# block 1

Block 1, power grid:
(6 px per um) Pins as bars on the die edge.
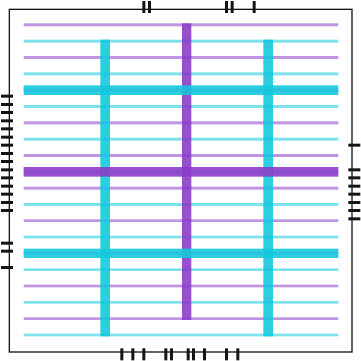

[config.mk]
export PLATFORM = sky130hd
export DESIGN_NAME = demux_8bit_reg
export DESIGN_NICKNAME = d
export VERILOG_FILES = /design/src/rtl/demux_pkg.sv /design/src/rtl/demux_slot.sv /design/src/rtl/demux_8bit_reg.sv
export SDC_FILE = /design/constraint.sdc
export NUM_CORES = 1
export LEC_CHECK = 0
export ABC_AREA = 1
export CORE_MARGIN = 2
export CORE_UTILIZATION = 40
export DETAILED_ROUTE_END_ITERATION = 8
export PLACE_DENSITY = 0.73
export REMOVE_ABC_BUFFERS = 1
export SLEW_MARGIN = 40
export SYNTH_ARGS = -nofsm -noshare
export SYNTH_HDL_FRONTEND = slang
export SYNTH_SLANG_ARGS = --single-unit
[constraint.sdc]
create_clock -name clk -period 1.1 [get_ports clk]
set_input_delay 0.33 -clock clk [delete_from_list [all_inputs] [get_ports clk]]
set_output_delay 0.33 -clock clk [all_outputs]
set_load 0.01 [all_outputs]
[src/rtl/demux_pkg.sv]
// Shared constants and types for the registered 1:2 demultiplexer.
package demux_pkg;

    localparam int unsigned WIDTH_DEF = 8;
    localparam int unsigned CNT_W_DEF = 4;

    localparam logic SEL_OUT1 = 1'b0;
    localparam logic SEL_OUT2 = 1'b1;

    typedef enum logic {
        SLOT_EMPTY = 1'b0,
        SLOT_FULL  = 1'b1
    } slot_state_e;

endpackage

[src/rtl/demux_slot.sv]
// Single-entry destination slot: holding register, valid state, accepted-word counter.
module demux_slot
    import demux_pkg::*;
#(
    parameter int unsigned WIDTH = WIDTH_DEF,
    parameter int unsigned CNT_W = CNT_W_DEF
) (
    input  logic             clk,
    input  logic             rst,
    input  logic             wr_en,
    input  logic [WIDTH-1:0] wr_data,
    input  logic             rd_ready,
    output logic             valid,
    output logic [WIDTH-1:0] data,
    output logic [CNT_W-1:0] count,
    output logic             can_accept
);

    slot_state_e      state_q, state_d;
    logic [WIDTH-1:0] data_q, data_d;
    logic [CNT_W-1:0] count_q, count_d;

    always_ff @(posedge clk) begin
        if (rst) begin
            state_q <= SLOT_EMPTY;
            data_q  <= '0;
            count_q <= '0;
        end else begin
            state_q <= state_d;
            data_q  <= data_d;
            count_q <= count_d;
        end
    end

    // A write always wins: it fills an empty slot or refills a draining one.
    always_comb begin
        state_d = state_q;
        data_d  = data_q;
        count_d = count_q;
        case (state_q)
            SLOT_EMPTY: begin
                if (wr_en) begin
                    state_d = SLOT_FULL;
                end
            end
            SLOT_FULL: begin
                if (!wr_en && rd_ready) begin
                    state_d = SLOT_EMPTY;
                end
            end
            default: state_d = SLOT_EMPTY;
        endcase
        if (wr_en) begin
            data_d  = wr_data;
            count_d = count_q + CNT_W'(1);
        end
    end

    assign valid      = (state_q == SLOT_FULL);
    assign data       = data_q;
    assign count      = count_q;
    assign can_accept = (state_q == SLOT_EMPTY) || rd_ready;

endmodule

[src/rtl/demux_8bit_reg.sv]
// Registered 1:2 demultiplexer steering one producer stream into two handshaked slots.
module demux_8bit_reg
    import demux_pkg::*;
#(
    parameter int unsigned WIDTH = WIDTH_DEF,
    parameter int unsigned CNT_W = CNT_W_DEF
) (
    input  logic             clk,
    input  logic             rst,
    input  logic [WIDTH-1:0] in_data,
    input  logic             in_sel,
    input  logic             in_valid,
    output logic             in_ready,
    output logic [WIDTH-1:0] out1_data,
    output logic             out1_valid,
    input  logic             out1_ready,
    output logic [WIDTH-1:0] out2_data,
    output logic             out2_valid,
    input  logic             out2_ready,
    output logic [CNT_W-1:0] out1_count,
    output logic [CNT_W-1:0] out2_count
);

    logic can1, can2;
    logic wr1, wr2;
    logic in_fire;

    // Ready follows only the selected slot; independent of in_valid.
    assign in_ready = (in_sel == SEL_OUT2) ? can2 : can1;
    assign in_fire  = in_valid && in_ready;
    assign wr1      = in_fire && (in_sel == SEL_OUT1);
    assign wr2      = in_fire && (in_sel == SEL_OUT2);

    demux_slot #(.WIDTH(WIDTH), .CNT_W(CNT_W)) u_slot1 (
        .clk        (clk),
        .rst        (rst),
        .wr_en      (wr1),
        .wr_data    (in_data),
        .rd_ready   (out1_ready),
        .valid      (out1_valid),
        .data       (out1_data),
        .count      (out1_count),
        .can_accept (can1)
    );

    demux_slot #(.WIDTH(WIDTH), .CNT_W(CNT_W)) u_slot2 (
        .clk        (clk),
        .rst        (rst),
        .wr_en      (wr2),
        .wr_data    (in_data),
        .rd_ready   (out2_ready),
        .valid      (out2_valid),
        .data       (out2_data),
        .count      (out2_count),
        .can_accept (can2)
    );

endmodule

# block 2

<file path="src/rtl/seg_scan_ctrl.sv">
// Four-digit multiplexed seven-segment scanner with a one-entry load buffer and frame-aligned display update.
// Optional macro LEADING_ZERO_BLANK_EN additionally blanks leading zero digits (R is always shown).
module seg_scan_ctrl #(
  parameter int DIVIDE_BY = 100000
) (
  input  logic        clk,
  input  logic        btnC,
  input  logic        load_valid,
  output logic        load_ready,
  input  logic [15:0] load_data,
  input  logic [3:0]  load_mask,
  output logic [3:0]  an,
  output logic [6:0]  seg,
  output logic        frame_done
);

  localparam int CNT_W = (DIVIDE_BY > 1) ? $clog2(DIVIDE_BY) : 1;
  localparam logic [CNT_W-1:0] DIV_MAX = CNT_W'(DIVIDE_BY - 1);

  typedef enum logic [1:0] {
    S_R  = 2'd0,
    S_RC = 2'd1,
    S_LC = 2'd2,
    S_L  = 2'd3
  } scan_state_t;

  scan_state_t      state;
  logic [CNT_W-1:0] div_cnt;
  logic             tick;
  logic             frame_end;
  logic             pend_full;
  logic [15:0]      pend_data;
  logic [3:0]       pend_mask;
  logic [15:0]      disp_data;
  logic [3:0]       disp_mask;
  logic [3:0]       show;
  logic [3:0]       nibble;
  logic             lit;

  assign tick       = (div_cnt == DIV_MAX);
  assign frame_end  = tick && (state == S_L);
  assign frame_done = frame_end;
  assign load_ready = !pend_full;

  always_ff @(posedge clk or posedge btnC) begin
    if (btnC) begin
      div_cnt <= '0;
    end else if (tick) begin
      div_cnt <= '0;
    end else begin
      div_cnt <= div_cnt + 1'b1;
    end
  end

  // Pending word is only promoted on the L->R tick, so the display never changes mid-frame.
  always_ff @(posedge clk or posedge btnC) begin
    if (btnC) begin
      state     <= S_R;
      pend_full <= 1'b0;
      pend_data <= 16'h0000;
      pend_mask <= 4'b0000;
      disp_data <= 16'h0000;
      disp_mask <= 4'b1111;
    end else begin
      if (tick) begin
        case (state)
          S_R:     state <= S_RC;
          S_RC:    state <= S_LC;
          S_LC:    state <= S_L;
          default: state <= S_R;
        endcase
      end
      if (frame_end && pend_full) begin
        disp_data <= pend_data;
        disp_mask <= pend_mask;
        pend_full <= 1'b0;
      end else if (load_valid && !pend_full) begin
        pend_data <= load_data;
        pend_mask <= load_mask;
        pend_full <= 1'b1;
      end
    end
  end

`ifdef LEADING_ZERO_BLANK_EN
  logic zero_l;
  logic zero_lc;
  logic zero_rc;

  assign zero_l  = (disp_data[15:12] == 4'h0);
  assign zero_lc = zero_l  && (disp_data[11:8] == 4'h0);
  assign zero_rc = zero_lc && (disp_data[7:4]  == 4'h0);
  assign show    = disp_mask & ~{zero_l, zero_lc, zero_rc, 1'b0};
`else
  assign show = disp_mask;
`endif

  always_comb begin
    nibble = disp_data[{state, 2'b00} +: 4];
    lit    = show[state];
    an     = lit ? ~(4'b0001 << state) : 4'b1111;
    case (nibble)
      4'h0:    seg = 7'b1000000;
      4'h1:    seg = 7'b1111001;
      4'h2:    seg = 7'b0100100;
      4'h3:    seg = 7'b0110000;
      4'h4:    seg = 7'b0011001;
      4'h5:    seg = 7'b0010010;
      4'h6:    seg = 7'b0000010;
      4'h7:    seg = 7'b1111000;
      4'h8:    seg = 7'b0000000;
      4'h9:    seg = 7'b0010000;
      4'hA:    seg = 7'b0001000;
      4'hB:    seg = 7'b0000011;
      4'hC:    seg = 7'b1000110;
      4'hD:    seg = 7'b0100001;
      4'hE:    seg = 7'b0000110;
      default: seg = 7'b0001110;
    endcase
    if (!lit) begin
      seg = 7'b1111111;
    end
  end

endmodule

</file>
<file path="config.mk">
export PLATFORM = sky130hd
export DESIGN_NAME = seg_scan_ctrl
export DESIGN_NICKNAME = d
export VERILOG_FILES = /design/src/rtl/seg_scan_ctrl.sv
export SDC_FILE = /design/constraint.sdc
export NUM_CORES = 1
export LEC_CHECK = 0
export ABC_AREA = 1
export CAP_MARGIN = 20
export CORE_UTILIZATION = 56
export DETAILED_ROUTE_END_ITERATION = 16
export GPL_TIMING_DRIVEN = 0
export PLACE_DENSITY = 0.75
export SYNTH_ARGS = -nofsm -noshare
export SYNTH_HDL_FRONTEND = slang
export SYNTH_SLANG_ARGS = --single-unit
export TNS_END_PERCENT = 10
</file>
<file path="constraint.sdc">
create_clock -name clk -period 2.35 [get_ports clk]
set_input_delay 0.3525 -clock clk [delete_from_list [all_inputs] [get_ports clk]]
set_output_delay 0.3525 -clock clk [all_outputs]
set_load 0.02 [all_outputs]
</file>
Block 2, congestion heat map:
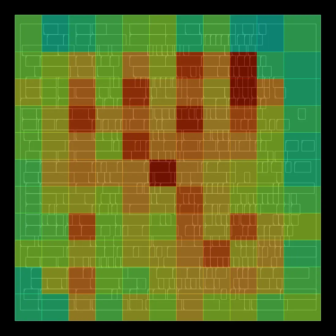
met3 Use GR: 0.04186
global route hottest layer: met2
WL per Instance: 13.33 um

==> impl_metrics.tcl, block 2 <==
# collected from the flow reports
set metrics [dict create \
    outcome "complete, no violations" \
    comb_area_um2 1593 \
    synthXorXnorAreaFrac 0.01873 \
    synth.top_cell.area_share 0.4281 \
    htree_levels 3 \
    die_h_um 78.45 \
    cts.sinks 60 \
    synth_flops 60 \
    cp.arrival_ns 1.96 \
    grt_pass1_wl_mm 11.41 \
    synth_area_um2 3273 \
    first_iter_violations 184 \
    power_switching_uw 467.5 \
    synth-compound-area-share 0.01529 \
    final_cells 515 \
    synth.comb.largest_family "simple AND/OR/NAND/NOR gates" \
    required_ns 2.00 \
    stdcell_area_um2 4080 \
    dr.pass1.iters 5 \
    total_power_uw 2201 \
    power_leader "sequential cells" \
    syn_to_final_growth_pct 24.66 \
    irDropWorstVdd_v 0.0005872 \
    mux_area_frac 0.06881 \
    ff_type "dfrtp_1" \
    comb_share 0.3904 \
    simple_gate_share 0.3165 \
    rows 27 \
    numCtsBuffers 9 \
    cp_slowest_stage_delay_ns 0.44 \
    grt_max_degree 45 \
    hold_viol 0 \
    cts_resized 40 \
    warnings 37 \
    dp_hpwl_mm 4.906 \
    setup_tns_ns 0 \
    fp_util 0.5872 \
    edf_count 0 \
    utilization 0.7320 \
    layout-drive-gt1-share 0.2438 \
    drv_slew 0 \
    p_leak_uw 0.002009 \
]
Block 1, congestion heat map:
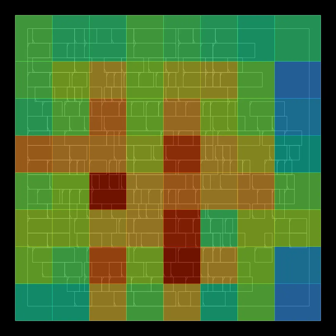
met2 Usage GRT: 0.3383
met3 Use GR: 0.02765
global route hottest layer: met2

Block 1, placed cells, one colour a class:
(8 px per um) Fill, decap, tap and diode cells in grey.
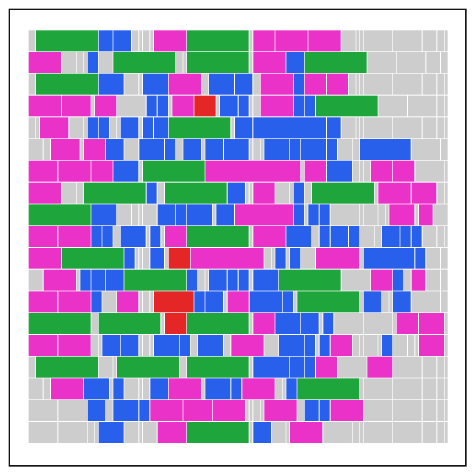
- blue: all other logic (cells 108; share of their area 34%)
- red: clock drivers and dummy loads (cells 4; share of their area 1.9%)
- magenta: other buffers and delay cells (cells 66; share of their area 36%)
- green: flops (cells 26; share of their area 29%)
Seq area share: 0.2817
Cell Rows: 19
total core area: 2710 um2

Notes on 'power grid' of block 1 above:
- purple: VDD
- cyan: VSS
- met5 straps: 3
- rows: 19
- signal pins: 41
- met4 straps: 3
Worst VDD drop: 0.0009837 V
die height: 56.88 um
Die X: 56.88 um

==> impl_metrics.tcl, block 1 <==
# collected from the flow reports
set metrics [dict create \
    outcome "finished, violations left" \
    final-nonclk-buf-share 0.3480 \
    failed_checks "negative setup slack" \
    mux_area_frac 0 \
    yosys_cells 140 \
    synth_dominant_cell_count "nand2_1" \
    cts_hold_buffers 0 \
    drc 0 \
    p_per_area_nw_per_um2 987.0 \
    min_path_type "register to register" \
    worst_slack_ns -0.1894 \
    finalSetupViolations 37 \
    cp-start-kind "register" \
    stdcell_area_um2 1963 \
    synth-compound-area-share 0.1409 \
]

# block 3

Block 3, clock wires, drivers and flops:
(6 px per um)
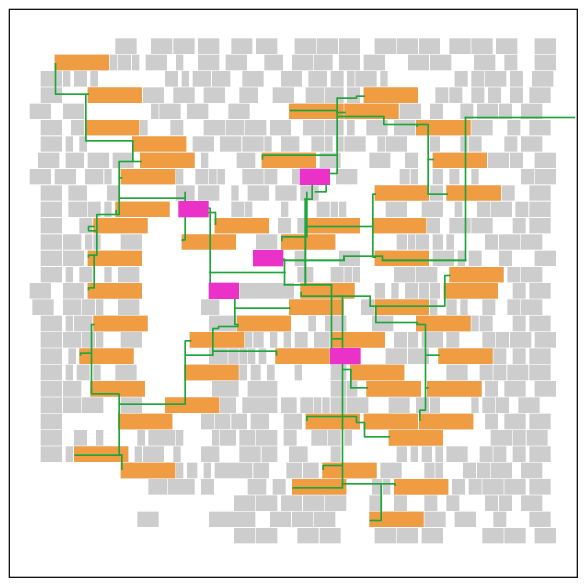

<file path="src/rtl/cpu_mem_pkg.sv">
// -----------------------------------------------------------------------------
// cpu_mem_pkg
//   Shared definitions for the CPU memory subsystem: default RAM geometry
//   used by the ram instance, the Cpu and mem_port_arbiter, the arbiter
//   FSM state encoding and the requester IDs.
// -----------------------------------------------------------------------------
package cpu_mem_pkg;

    localparam int MEM_ADDR_W = 8;
    localparam int MEM_DATA_W = 16;

    typedef enum logic [1:0] {
        IDLE  = 2'd0,
        ISSUE = 2'd1,
        WAIT  = 2'd2,
        RESP  = 2'd3
    } state_t;

    // The numeric value doubles as the bit position in the rvalid vector.
    typedef enum logic [1:0] {
        REQ_F = 2'd0,
        REQ_D = 2'd1,
        REQ_X = 2'd2
    } req_id_t;

    function automatic logic [2:0] req_onehot(input req_id_t id);
        return 3'b001 << id;
    endfunction

endpackage

</file>
<file path="src/rtl/mem_lat_counter.sv">
// -----------------------------------------------------------------------------
// mem_lat_counter
//   Down-counter that tracks the RAM read latency. Loaded with LAT while the
//   arbiter is in ISSUE; 'last' marks the cycle on which ram_rdata is valid
//   and must be captured.
// Ports
//   clk   in   clock, rising edge
//   rst   in   asynchronous active-low reset
//   load  in   reload the counter with LAT
//   last  out  current cycle is the final wait cycle
// -----------------------------------------------------------------------------
module mem_lat_counter #(
    parameter int LAT = 1
) (
    input  logic clk,
    input  logic rst,
    input  logic load,
    output logic last
);

    localparam int CW = $clog2(LAT + 1);

    logic [CW-1:0] cnt;

    always_ff @(posedge clk or negedge rst) begin
        if (!rst) begin
            cnt <= '0;
        end else if (load) begin
            cnt <= CW'(LAT);
        end else if (cnt != '0) begin
            cnt <= cnt - CW'(1);
        end
    end

    assign last = (cnt == CW'(1));

endmodule

</file>
<file path="src/rtl/mem_port_arbiter.sv">
// -----------------------------------------------------------------------------
// mem_port_arbiter
//   Shares the single-port instruction/data RAM among instruction fetch (f),
//   the load/store unit (d) and the debug/program loader (x). One access is
//   in flight at a time: grant -> ISSUE (ram_en) -> WAIT (RAM_LAT cycles) ->
//   RESP (owner rvalid). Priority x > d > f, with a starvation override that
//   lets f win after STARVE_LIM consecutive losses to d.
// Ports
//   clk, rst                 clock; asynchronous active-low reset
//   {f,d,x}_req/we/addr/wdata  requester access (req held until gnt)
//   {f,d,x}_gnt              combinational grant
//   {f,d,x}_rvalid/rdata     completion pulse and read data (0 for writes)
//   ram_en/we/addr/wdata     RAM command
//   ram_rdata                RAM read data, RAM_LAT cycles after ram_en
//   busy                     access in flight (ISSUE/WAIT/RESP)
// -----------------------------------------------------------------------------
module mem_port_arbiter
    import cpu_mem_pkg::*;
#(
    parameter int ADDR_W     = MEM_ADDR_W,
    parameter int DATA_W     = MEM_DATA_W,
    parameter int RAM_LAT    = 1,
    parameter int STARVE_LIM = 4
) (
    input  logic              clk,
    input  logic              rst,

    input  logic              f_req,
    input  logic              f_we,
    input  logic [ADDR_W-1:0] f_addr,
    input  logic [DATA_W-1:0] f_wdata,
    output logic              f_gnt,
    output logic              f_rvalid,
    output logic [DATA_W-1:0] f_rdata,

    input  logic              d_req,
    input  logic              d_we,
    input  logic [ADDR_W-1:0] d_addr,
    input  logic [DATA_W-1:0] d_wdata,
    output logic              d_gnt,
    output logic              d_rvalid,
    output logic [DATA_W-1:0] d_rdata,

    input  logic              x_req,
    input  logic              x_we,
    input  logic [ADDR_W-1:0] x_addr,
    input  logic [DATA_W-1:0] x_wdata,
    output logic              x_gnt,
    output logic              x_rvalid,
    output logic [DATA_W-1:0] x_rdata,

    output logic              ram_en,
    output logic              ram_we,
    output logic [ADDR_W-1:0] ram_addr,
    output logic [DATA_W-1:0] ram_wdata,
    input  logic [DATA_W-1:0] ram_rdata,

    output logic              busy
);

    localparam int SW = $clog2(STARVE_LIM + 1);

    state_t            state;
    req_id_t           owner;
    logic              we_q;
    logic [DATA_W-1:0] rdata_q;
    logic [2:0]        rvalid_q;
    logic [SW-1:0]     starve_cnt;
    logic              cap_last;

    logic              arb_ok;
    logic              grant;
    logic              starved;
    req_id_t           win;
    logic              win_we;
    logic [ADDR_W-1:0] win_addr;
    logic [DATA_W-1:0] win_wdata;

    mem_lat_counter #(
        .LAT (RAM_LAT)
    ) u_lat (
        .clk  (clk),
        .rst  (rst),
        .load (state == ISSUE),
        .last (cap_last)
    );

    // Arbitration: only in IDLE/RESP and never while reset is asserted, so
    // no grant can leak out during reset even though gnt is combinational.
    always_comb begin
        arb_ok  = rst && ((state == IDLE) || (state == RESP));
        starved = (starve_cnt == SW'(STARVE_LIM));
        grant   = arb_ok && (f_req || d_req || x_req);

        win = REQ_F;
        if (x_req) begin
            win = REQ_X;
        end else if (f_req && starved) begin
            win = REQ_F;
        end else if (d_req) begin
            win = REQ_D;
        end

        win_we    = f_we;
        win_addr  = f_addr;
        win_wdata = f_wdata;
        case (win)
            REQ_D: begin
                win_we    = d_we;
                win_addr  = d_addr;
                win_wdata = d_wdata;
            end
            REQ_X: begin
                win_we    = x_we;
                win_addr  = x_addr;
                win_wdata = x_wdata;
            end
            default: ;
        endcase
    end

    assign f_gnt = grant && (win == REQ_F);
    assign d_gnt = grant && (win == REQ_D);
    assign x_gnt = grant && (win == REQ_X);

    always_ff @(posedge clk or negedge rst) begin
        if (!rst) begin
            state      <= IDLE;
            owner      <= REQ_F;
            we_q       <= 1'b0;
            rdata_q    <= '0;
            rvalid_q   <= '0;
            starve_cnt <= '0;
            ram_en     <= 1'b0;
            ram_we     <= 1'b0;
            ram_addr   <= '0;
            ram_wdata  <= '0;
        end else begin
            rvalid_q <= '0;
            ram_en   <= 1'b0;
            ram_we   <= 1'b0;

            // Counts only arbitrations f lost to d; x wins leave it untouched.
            if (!f_req || f_gnt) begin
                starve_cnt <= '0;
            end else if (d_gnt && !starved) begin
                starve_cnt <= starve_cnt + SW'(1);
            end

            case (state)
                // Grant edge: latch the winner's command into the RAM port
                IDLE, RESP: begin
                    if (grant) begin
                        state     <= ISSUE;
                        owner     <= win;
                        we_q      <= win_we;
                        ram_en    <= 1'b1;
                        ram_we    <= win_we;
                        ram_addr  <= win_addr;
                        ram_wdata <= win_wdata;
                    end else begin
                        state <= IDLE;
                    end
                end
                // Command on the RAM port this cycle
                ISSUE: state <= WAIT;
                // Capture read data on the final latency cycle
                WAIT: begin
                    if (cap_last) begin
                        state    <= RESP;
                        rvalid_q <= req_onehot(owner);
                        rdata_q  <= we_q ? '0 : ram_rdata;
                    end
                end
                default: state <= IDLE;
            endcase
        end
    end

    assign f_rvalid = rvalid_q[REQ_F];
    assign d_rvalid = rvalid_q[REQ_D];
    assign x_rvalid = rvalid_q[REQ_X];

    assign f_rdata = f_rvalid ? rdata_q : '0;
    assign d_rdata = d_rvalid ? rdata_q : '0;
    assign x_rdata = x_rvalid ? rdata_q : '0;

    assign busy = (state != IDLE);

endmodule

</file>
<file path="config.mk">
export PLATFORM = sky130hd
export DESIGN_NAME = mem_port_arbiter
export DESIGN_NICKNAME = d
export VERILOG_FILES = /design/src/rtl/cpu_mem_pkg.sv /design/src/rtl/mem_lat_counter.sv /design/src/rtl/mem_port_arbiter.sv
export SDC_FILE = /design/constraint.sdc
export NUM_CORES = 1
export LEC_CHECK = 0
export CAP_MARGIN = 25
export CORE_MARGIN = 3
export CORE_UTILIZATION = 37
export DETAILED_ROUTE_END_ITERATION = 10
export PLACE_DENSITY = 0.77
export SLEW_MARGIN = 5
export SYNTH_ARGS = -nofsm -noshare
export SYNTH_HDL_FRONTEND = slang
export SYNTH_SLANG_ARGS = --single-unit
</file>
<file path="constraint.sdc">
create_clock -name clk -period 2.36 [get_ports clk]
set_clock_uncertainty 0.15 [all_clocks]
set_input_delay 0.236 -clock clk [delete_from_list [all_inputs] [get_ports clk]]
set_output_delay 0.236 -clock clk [all_outputs]
set_load 0.005 [all_outputs]
</file>
# block 4

<file path="src/rtl/seq_counter_mod.sv">
// Parametrised modulo sequence counter over LOW..HIGH with enable, direction,
// range-checked parallel load and wrap/terminal-count flags. SEQCNT_WRAPCNT_EN adds wrap_cnt.
module seq_counter_mod #(
  parameter int WIDTH = 3,
  parameter int LOW   = 1,
  parameter int HIGH  = 5,
  parameter int WRAPW = 8
) (
  input  logic             clk,
  input  logic             rst,
  input  logic             en,
  input  logic             up,
  input  logic             load,
  input  logic [WIDTH-1:0] load_val,
  output logic [WIDTH-1:0] count,
  output logic             tc,
  output logic             wrap,
  output logic             load_err
`ifdef SEQCNT_WRAPCNT_EN
  ,
  output logic [WRAPW-1:0] wrap_cnt
`endif
);

  localparam logic [WIDTH-1:0] LOW_V  = WIDTH'(LOW);
  localparam logic [WIDTH-1:0] HIGH_V = WIDTH'(HIGH);

  if (LOW < 0 || LOW > HIGH || longint'(HIGH) > ((longint'(1) << WIDTH) - 1)) begin : g_bad_range
    $error("seq_counter_mod: illegal LOW/HIGH for WIDTH");
  end
  if (WRAPW < 1) begin : g_bad_wrapw
    $error("seq_counter_mod: WRAPW must be at least 1");
  end

  logic [WIDTH-1:0] count_q, count_d;
  logic             wrap_q, wrap_d;
  logic             load_err_q, load_err_d;

  always_comb begin
    count_d    = count_q;
    wrap_d     = 1'b0;
    load_err_d = 1'b0;
    if (load) begin
      if (load_val >= LOW_V && load_val <= HIGH_V) begin
        count_d = load_val;
      end else begin
        count_d    = LOW_V;
        load_err_d = 1'b1;
      end
    end else if (en) begin
      // Limit test precedes the +/-1, so the arithmetic never overflows WIDTH.
      if (up) begin
        if (count_q == HIGH_V) begin
          count_d = LOW_V;
          wrap_d  = 1'b1;
        end else begin
          count_d = count_q + 1'b1;
        end
      end else begin
        if (count_q == LOW_V) begin
          count_d = HIGH_V;
          wrap_d  = 1'b1;
        end else begin
          count_d = count_q - 1'b1;
        end
      end
    end
  end

  always_ff @(posedge clk) begin
    if (rst) begin
      count_q    <= LOW_V;
      wrap_q     <= 1'b0;
      load_err_q <= 1'b0;
    end else begin
      count_q    <= count_d;
      wrap_q     <= wrap_d;
      load_err_q <= load_err_d;
    end
  end

`ifdef SEQCNT_WRAPCNT_EN
  logic [WRAPW-1:0] wrap_cnt_q, wrap_cnt_d;

  always_comb begin
    wrap_cnt_d = wrap_cnt_q;
    if (wrap_d && wrap_cnt_q != '1) begin
      wrap_cnt_d = wrap_cnt_q + 1'b1;
    end
  end

  always_ff @(posedge clk) begin
    if (rst) begin
      wrap_cnt_q <= '0;
    end else begin
      wrap_cnt_q <= wrap_cnt_d;
    end
  end

  assign wrap_cnt = wrap_cnt_q;
`endif

  assign count    = count_q;
  assign wrap     = wrap_q;
  assign load_err = load_err_q;
  assign tc       = up ? (count_q == HIGH_V) : (count_q == LOW_V);

endmodule
</file>
<file path="config.mk">
export PLATFORM = sky130hd
export DESIGN_NAME = seq_counter_mod
export DESIGN_NICKNAME = d
export VERILOG_FILES = /design/src/rtl/seq_counter_mod.sv
export SDC_FILE = /design/constraint.sdc
export NUM_CORES = 1
export LEC_CHECK = 0
export ABC_AREA = 1
export ABC_CLOCK_PERIOD_IN_PS = 1200
export CORE_AREA = 10 10 47 49
export CTS_CLUSTER_SIZE = 16
export DETAILED_ROUTE_END_ITERATION = 12
export DIE_AREA = 0 0 57 59
export DONT_BUFFER_PORTS = 1
export SLEW_MARGIN = 30
export SYNTH_ARGS = -nofsm -noshare
export SYNTH_HDL_FRONTEND = slang
export SYNTH_SLANG_ARGS = --single-unit
</file>
<file path="constraint.sdc">
create_clock -name clk -period 1.2 [get_ports clk]
set_input_delay 0.18 -clock clk [delete_from_list [all_inputs] [get_ports clk]]
set_output_delay 0.18 -clock clk [all_outputs]
set_load 0.01 [all_outputs]
</file>
Block 4, clock wires, drivers and flops:
(10 px per um)
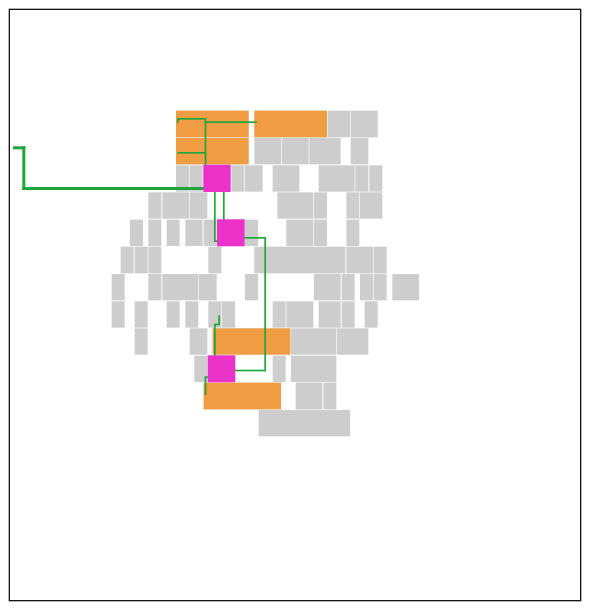
- orange: flip-flops (count 5)
- green: clock wires (length 86.9 um)
- magenta: cells driving clock nets (count 3)
- routed clock nets: 4

==> impl_metrics.tcl, block 4 <==
# collected from the flow reports
set metrics [dict create \
    outcome "finished, violations left" \
    failed_checks "negative setup slack" \
    comb_power_uw 167 \
    grt_max_degree 7 \
    finalSetupViolations 2 \
    synth.comb.largest_family "simple AND/OR/NAND/NOR gates" \
    holdPathEnd "load_err" \
    yosys_cells 64 \
    grt.total_usage 0.06474 \
    worst_slack_ns -0.07400 \
    coreArea_um2 1401 \
    common_cells "20 x nand2_1, 11 x inv_1, 8 x nor2_1, 5 x a21oi_1, 5 x dfxtp_1" \
    irDropWorstVdd_v 0.0004229 \
    postRouteAntennaNets 0 \
    yosysWarnings 0 \
    cts_buffer_depth 2 \
    numCtsBuffers 3 \
    adder_share 0.1266 \
    drt-met1-wl_um 390 \
    fp_nets 76 \
    routabilityCongestion 0.7243 \
    diodes 0 \
    p_sw_frac 0.2999 \
    synth.distinct_cells 15 \
    synthArstFlopShare 0 \
    drc 0 \
    die_h_um 59 \
    slowest_stage "dfxtp_1" \
    buffers 8 \
    cts_tree "built" \
    warnings 31 \
    rsz0062_at_grt "yes" \
    edf_count 0 \
    ff2ff_path_depth 8 \
    cp-startpoint "count[2]" \
    wl_per_cell_um 10.97 \
    setup_tns_ns -0.08715 \
    critPathKind "register to output port" \
    utilization 0.3893 \
    met2_usage 0.1101 \
    crit_path_end_kind "output port" \
    pg_seq_uw 191 \
    whs_ns 0.04121 \
    comb_share 0.5298 \
    yosys.stat.seqShare 0.2532 \
]
Block 3, congestion heat map:
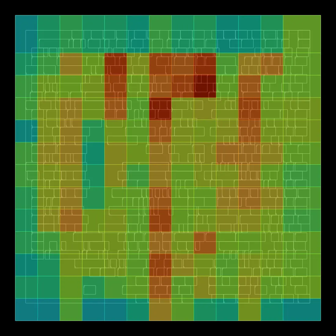
met3 Use GR: 0.05418
met1 usage: 0.2471
met2 Usage GRT: 0.3428
GRT Util Overall: 0.2019

Notes on 'clock wires, drivers and flops' of block 3 above:
- magenta: cells driving clock nets (count 5)
- orange: flip-flops (count 54)
- green: clock wires (length 618 um)
- routed clock nets: 6
Worst-Skew Late Latency: 0.31 ns
clk pwr: 530 uW
clock share of power: 0.134

==> impl_metrics.tcl, block 3 <==
# collected from the flow reports
set metrics [dict create \
    cp.arrival_ns 1.89 \
    cts_buffer_depth 2 \
    grt_pass1_vias 2806 \
    met3WireLength_um 788 \
    comb_area_um2 1420 \
    rows 31 \
    cp-start-kind "register" \
    syn_to_final_growth_pct 67.91 \
    comb_power_uw 1780 \
    p_sw_frac 0.3481 \
    drv_slew 0 \
    setup_tns_ns 0 \
    buffers 187 \
    period_needed_ns 2.280 \
    first_iter_violations 139 \
    cts_resized 5 \
    layout_top_cells "174 x clkdlybuf4s50_1, 54 x dfrtp_1, 50 x and2_1, 45 x nand2_1, 28 x nor2_1" \
    logic_gate_count 233 \
    mux_area_frac 0.003460 \
    outcome "complete, no violations" \
    die_w_um 94.42 \
    numCtsBuffers 5 \
    max_slew_margin 0.5525 \
]


==> layout pictures side by side <==
Sequential cells grouped by signal name.
Plate I
(4 px per um) Other sequential cells in the stronger grey, the rest of the logic in the fainter grey.
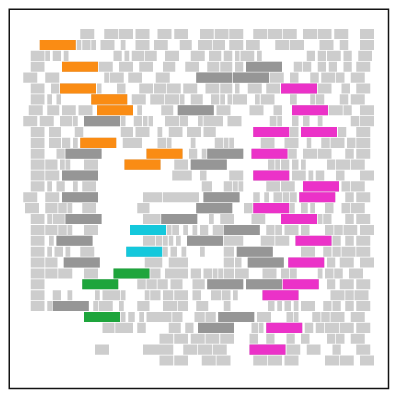
Plate II
(8 px per um) Other sequential cells in the stronger grey, the rest of the logic in the fainter grey.
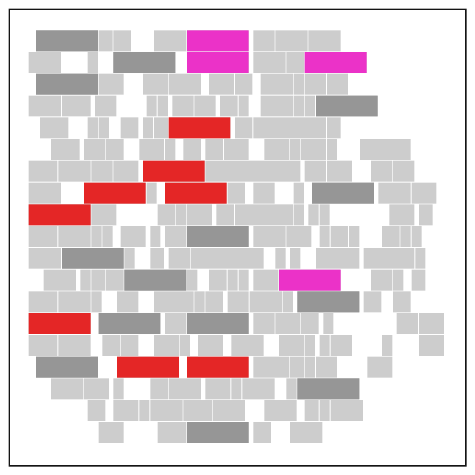
Plate III
(6 px per um) Other sequential cells in the stronger grey, the rest of the logic in the fainter grey.
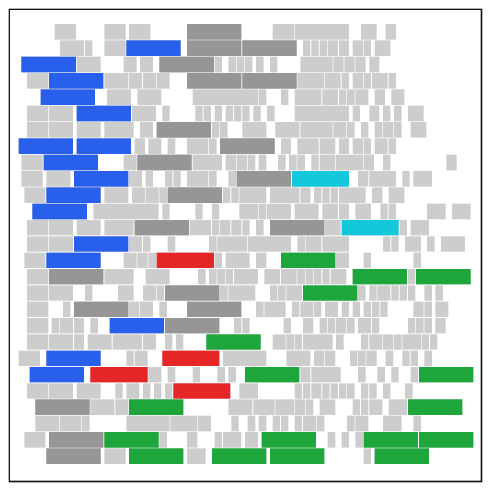
| from | picture |
|---|---|
| block 1 | Plate II |
| block 3 | Plate I |
| block 2 | Plate III |
Of these, fewest sequential cells: Plate II
Of these, smallest die: Plate II

Key to Plate III:
- green: div_cnt (sequential cells 17)
- blue: pend_data (sequential cells 16)
- cyan: state (sequential cells 2)
- red: disp_mask (sequential cells 4)
- not coloured: 21

Power figures rest on the tool's default switching activity, not on a simulated workload.
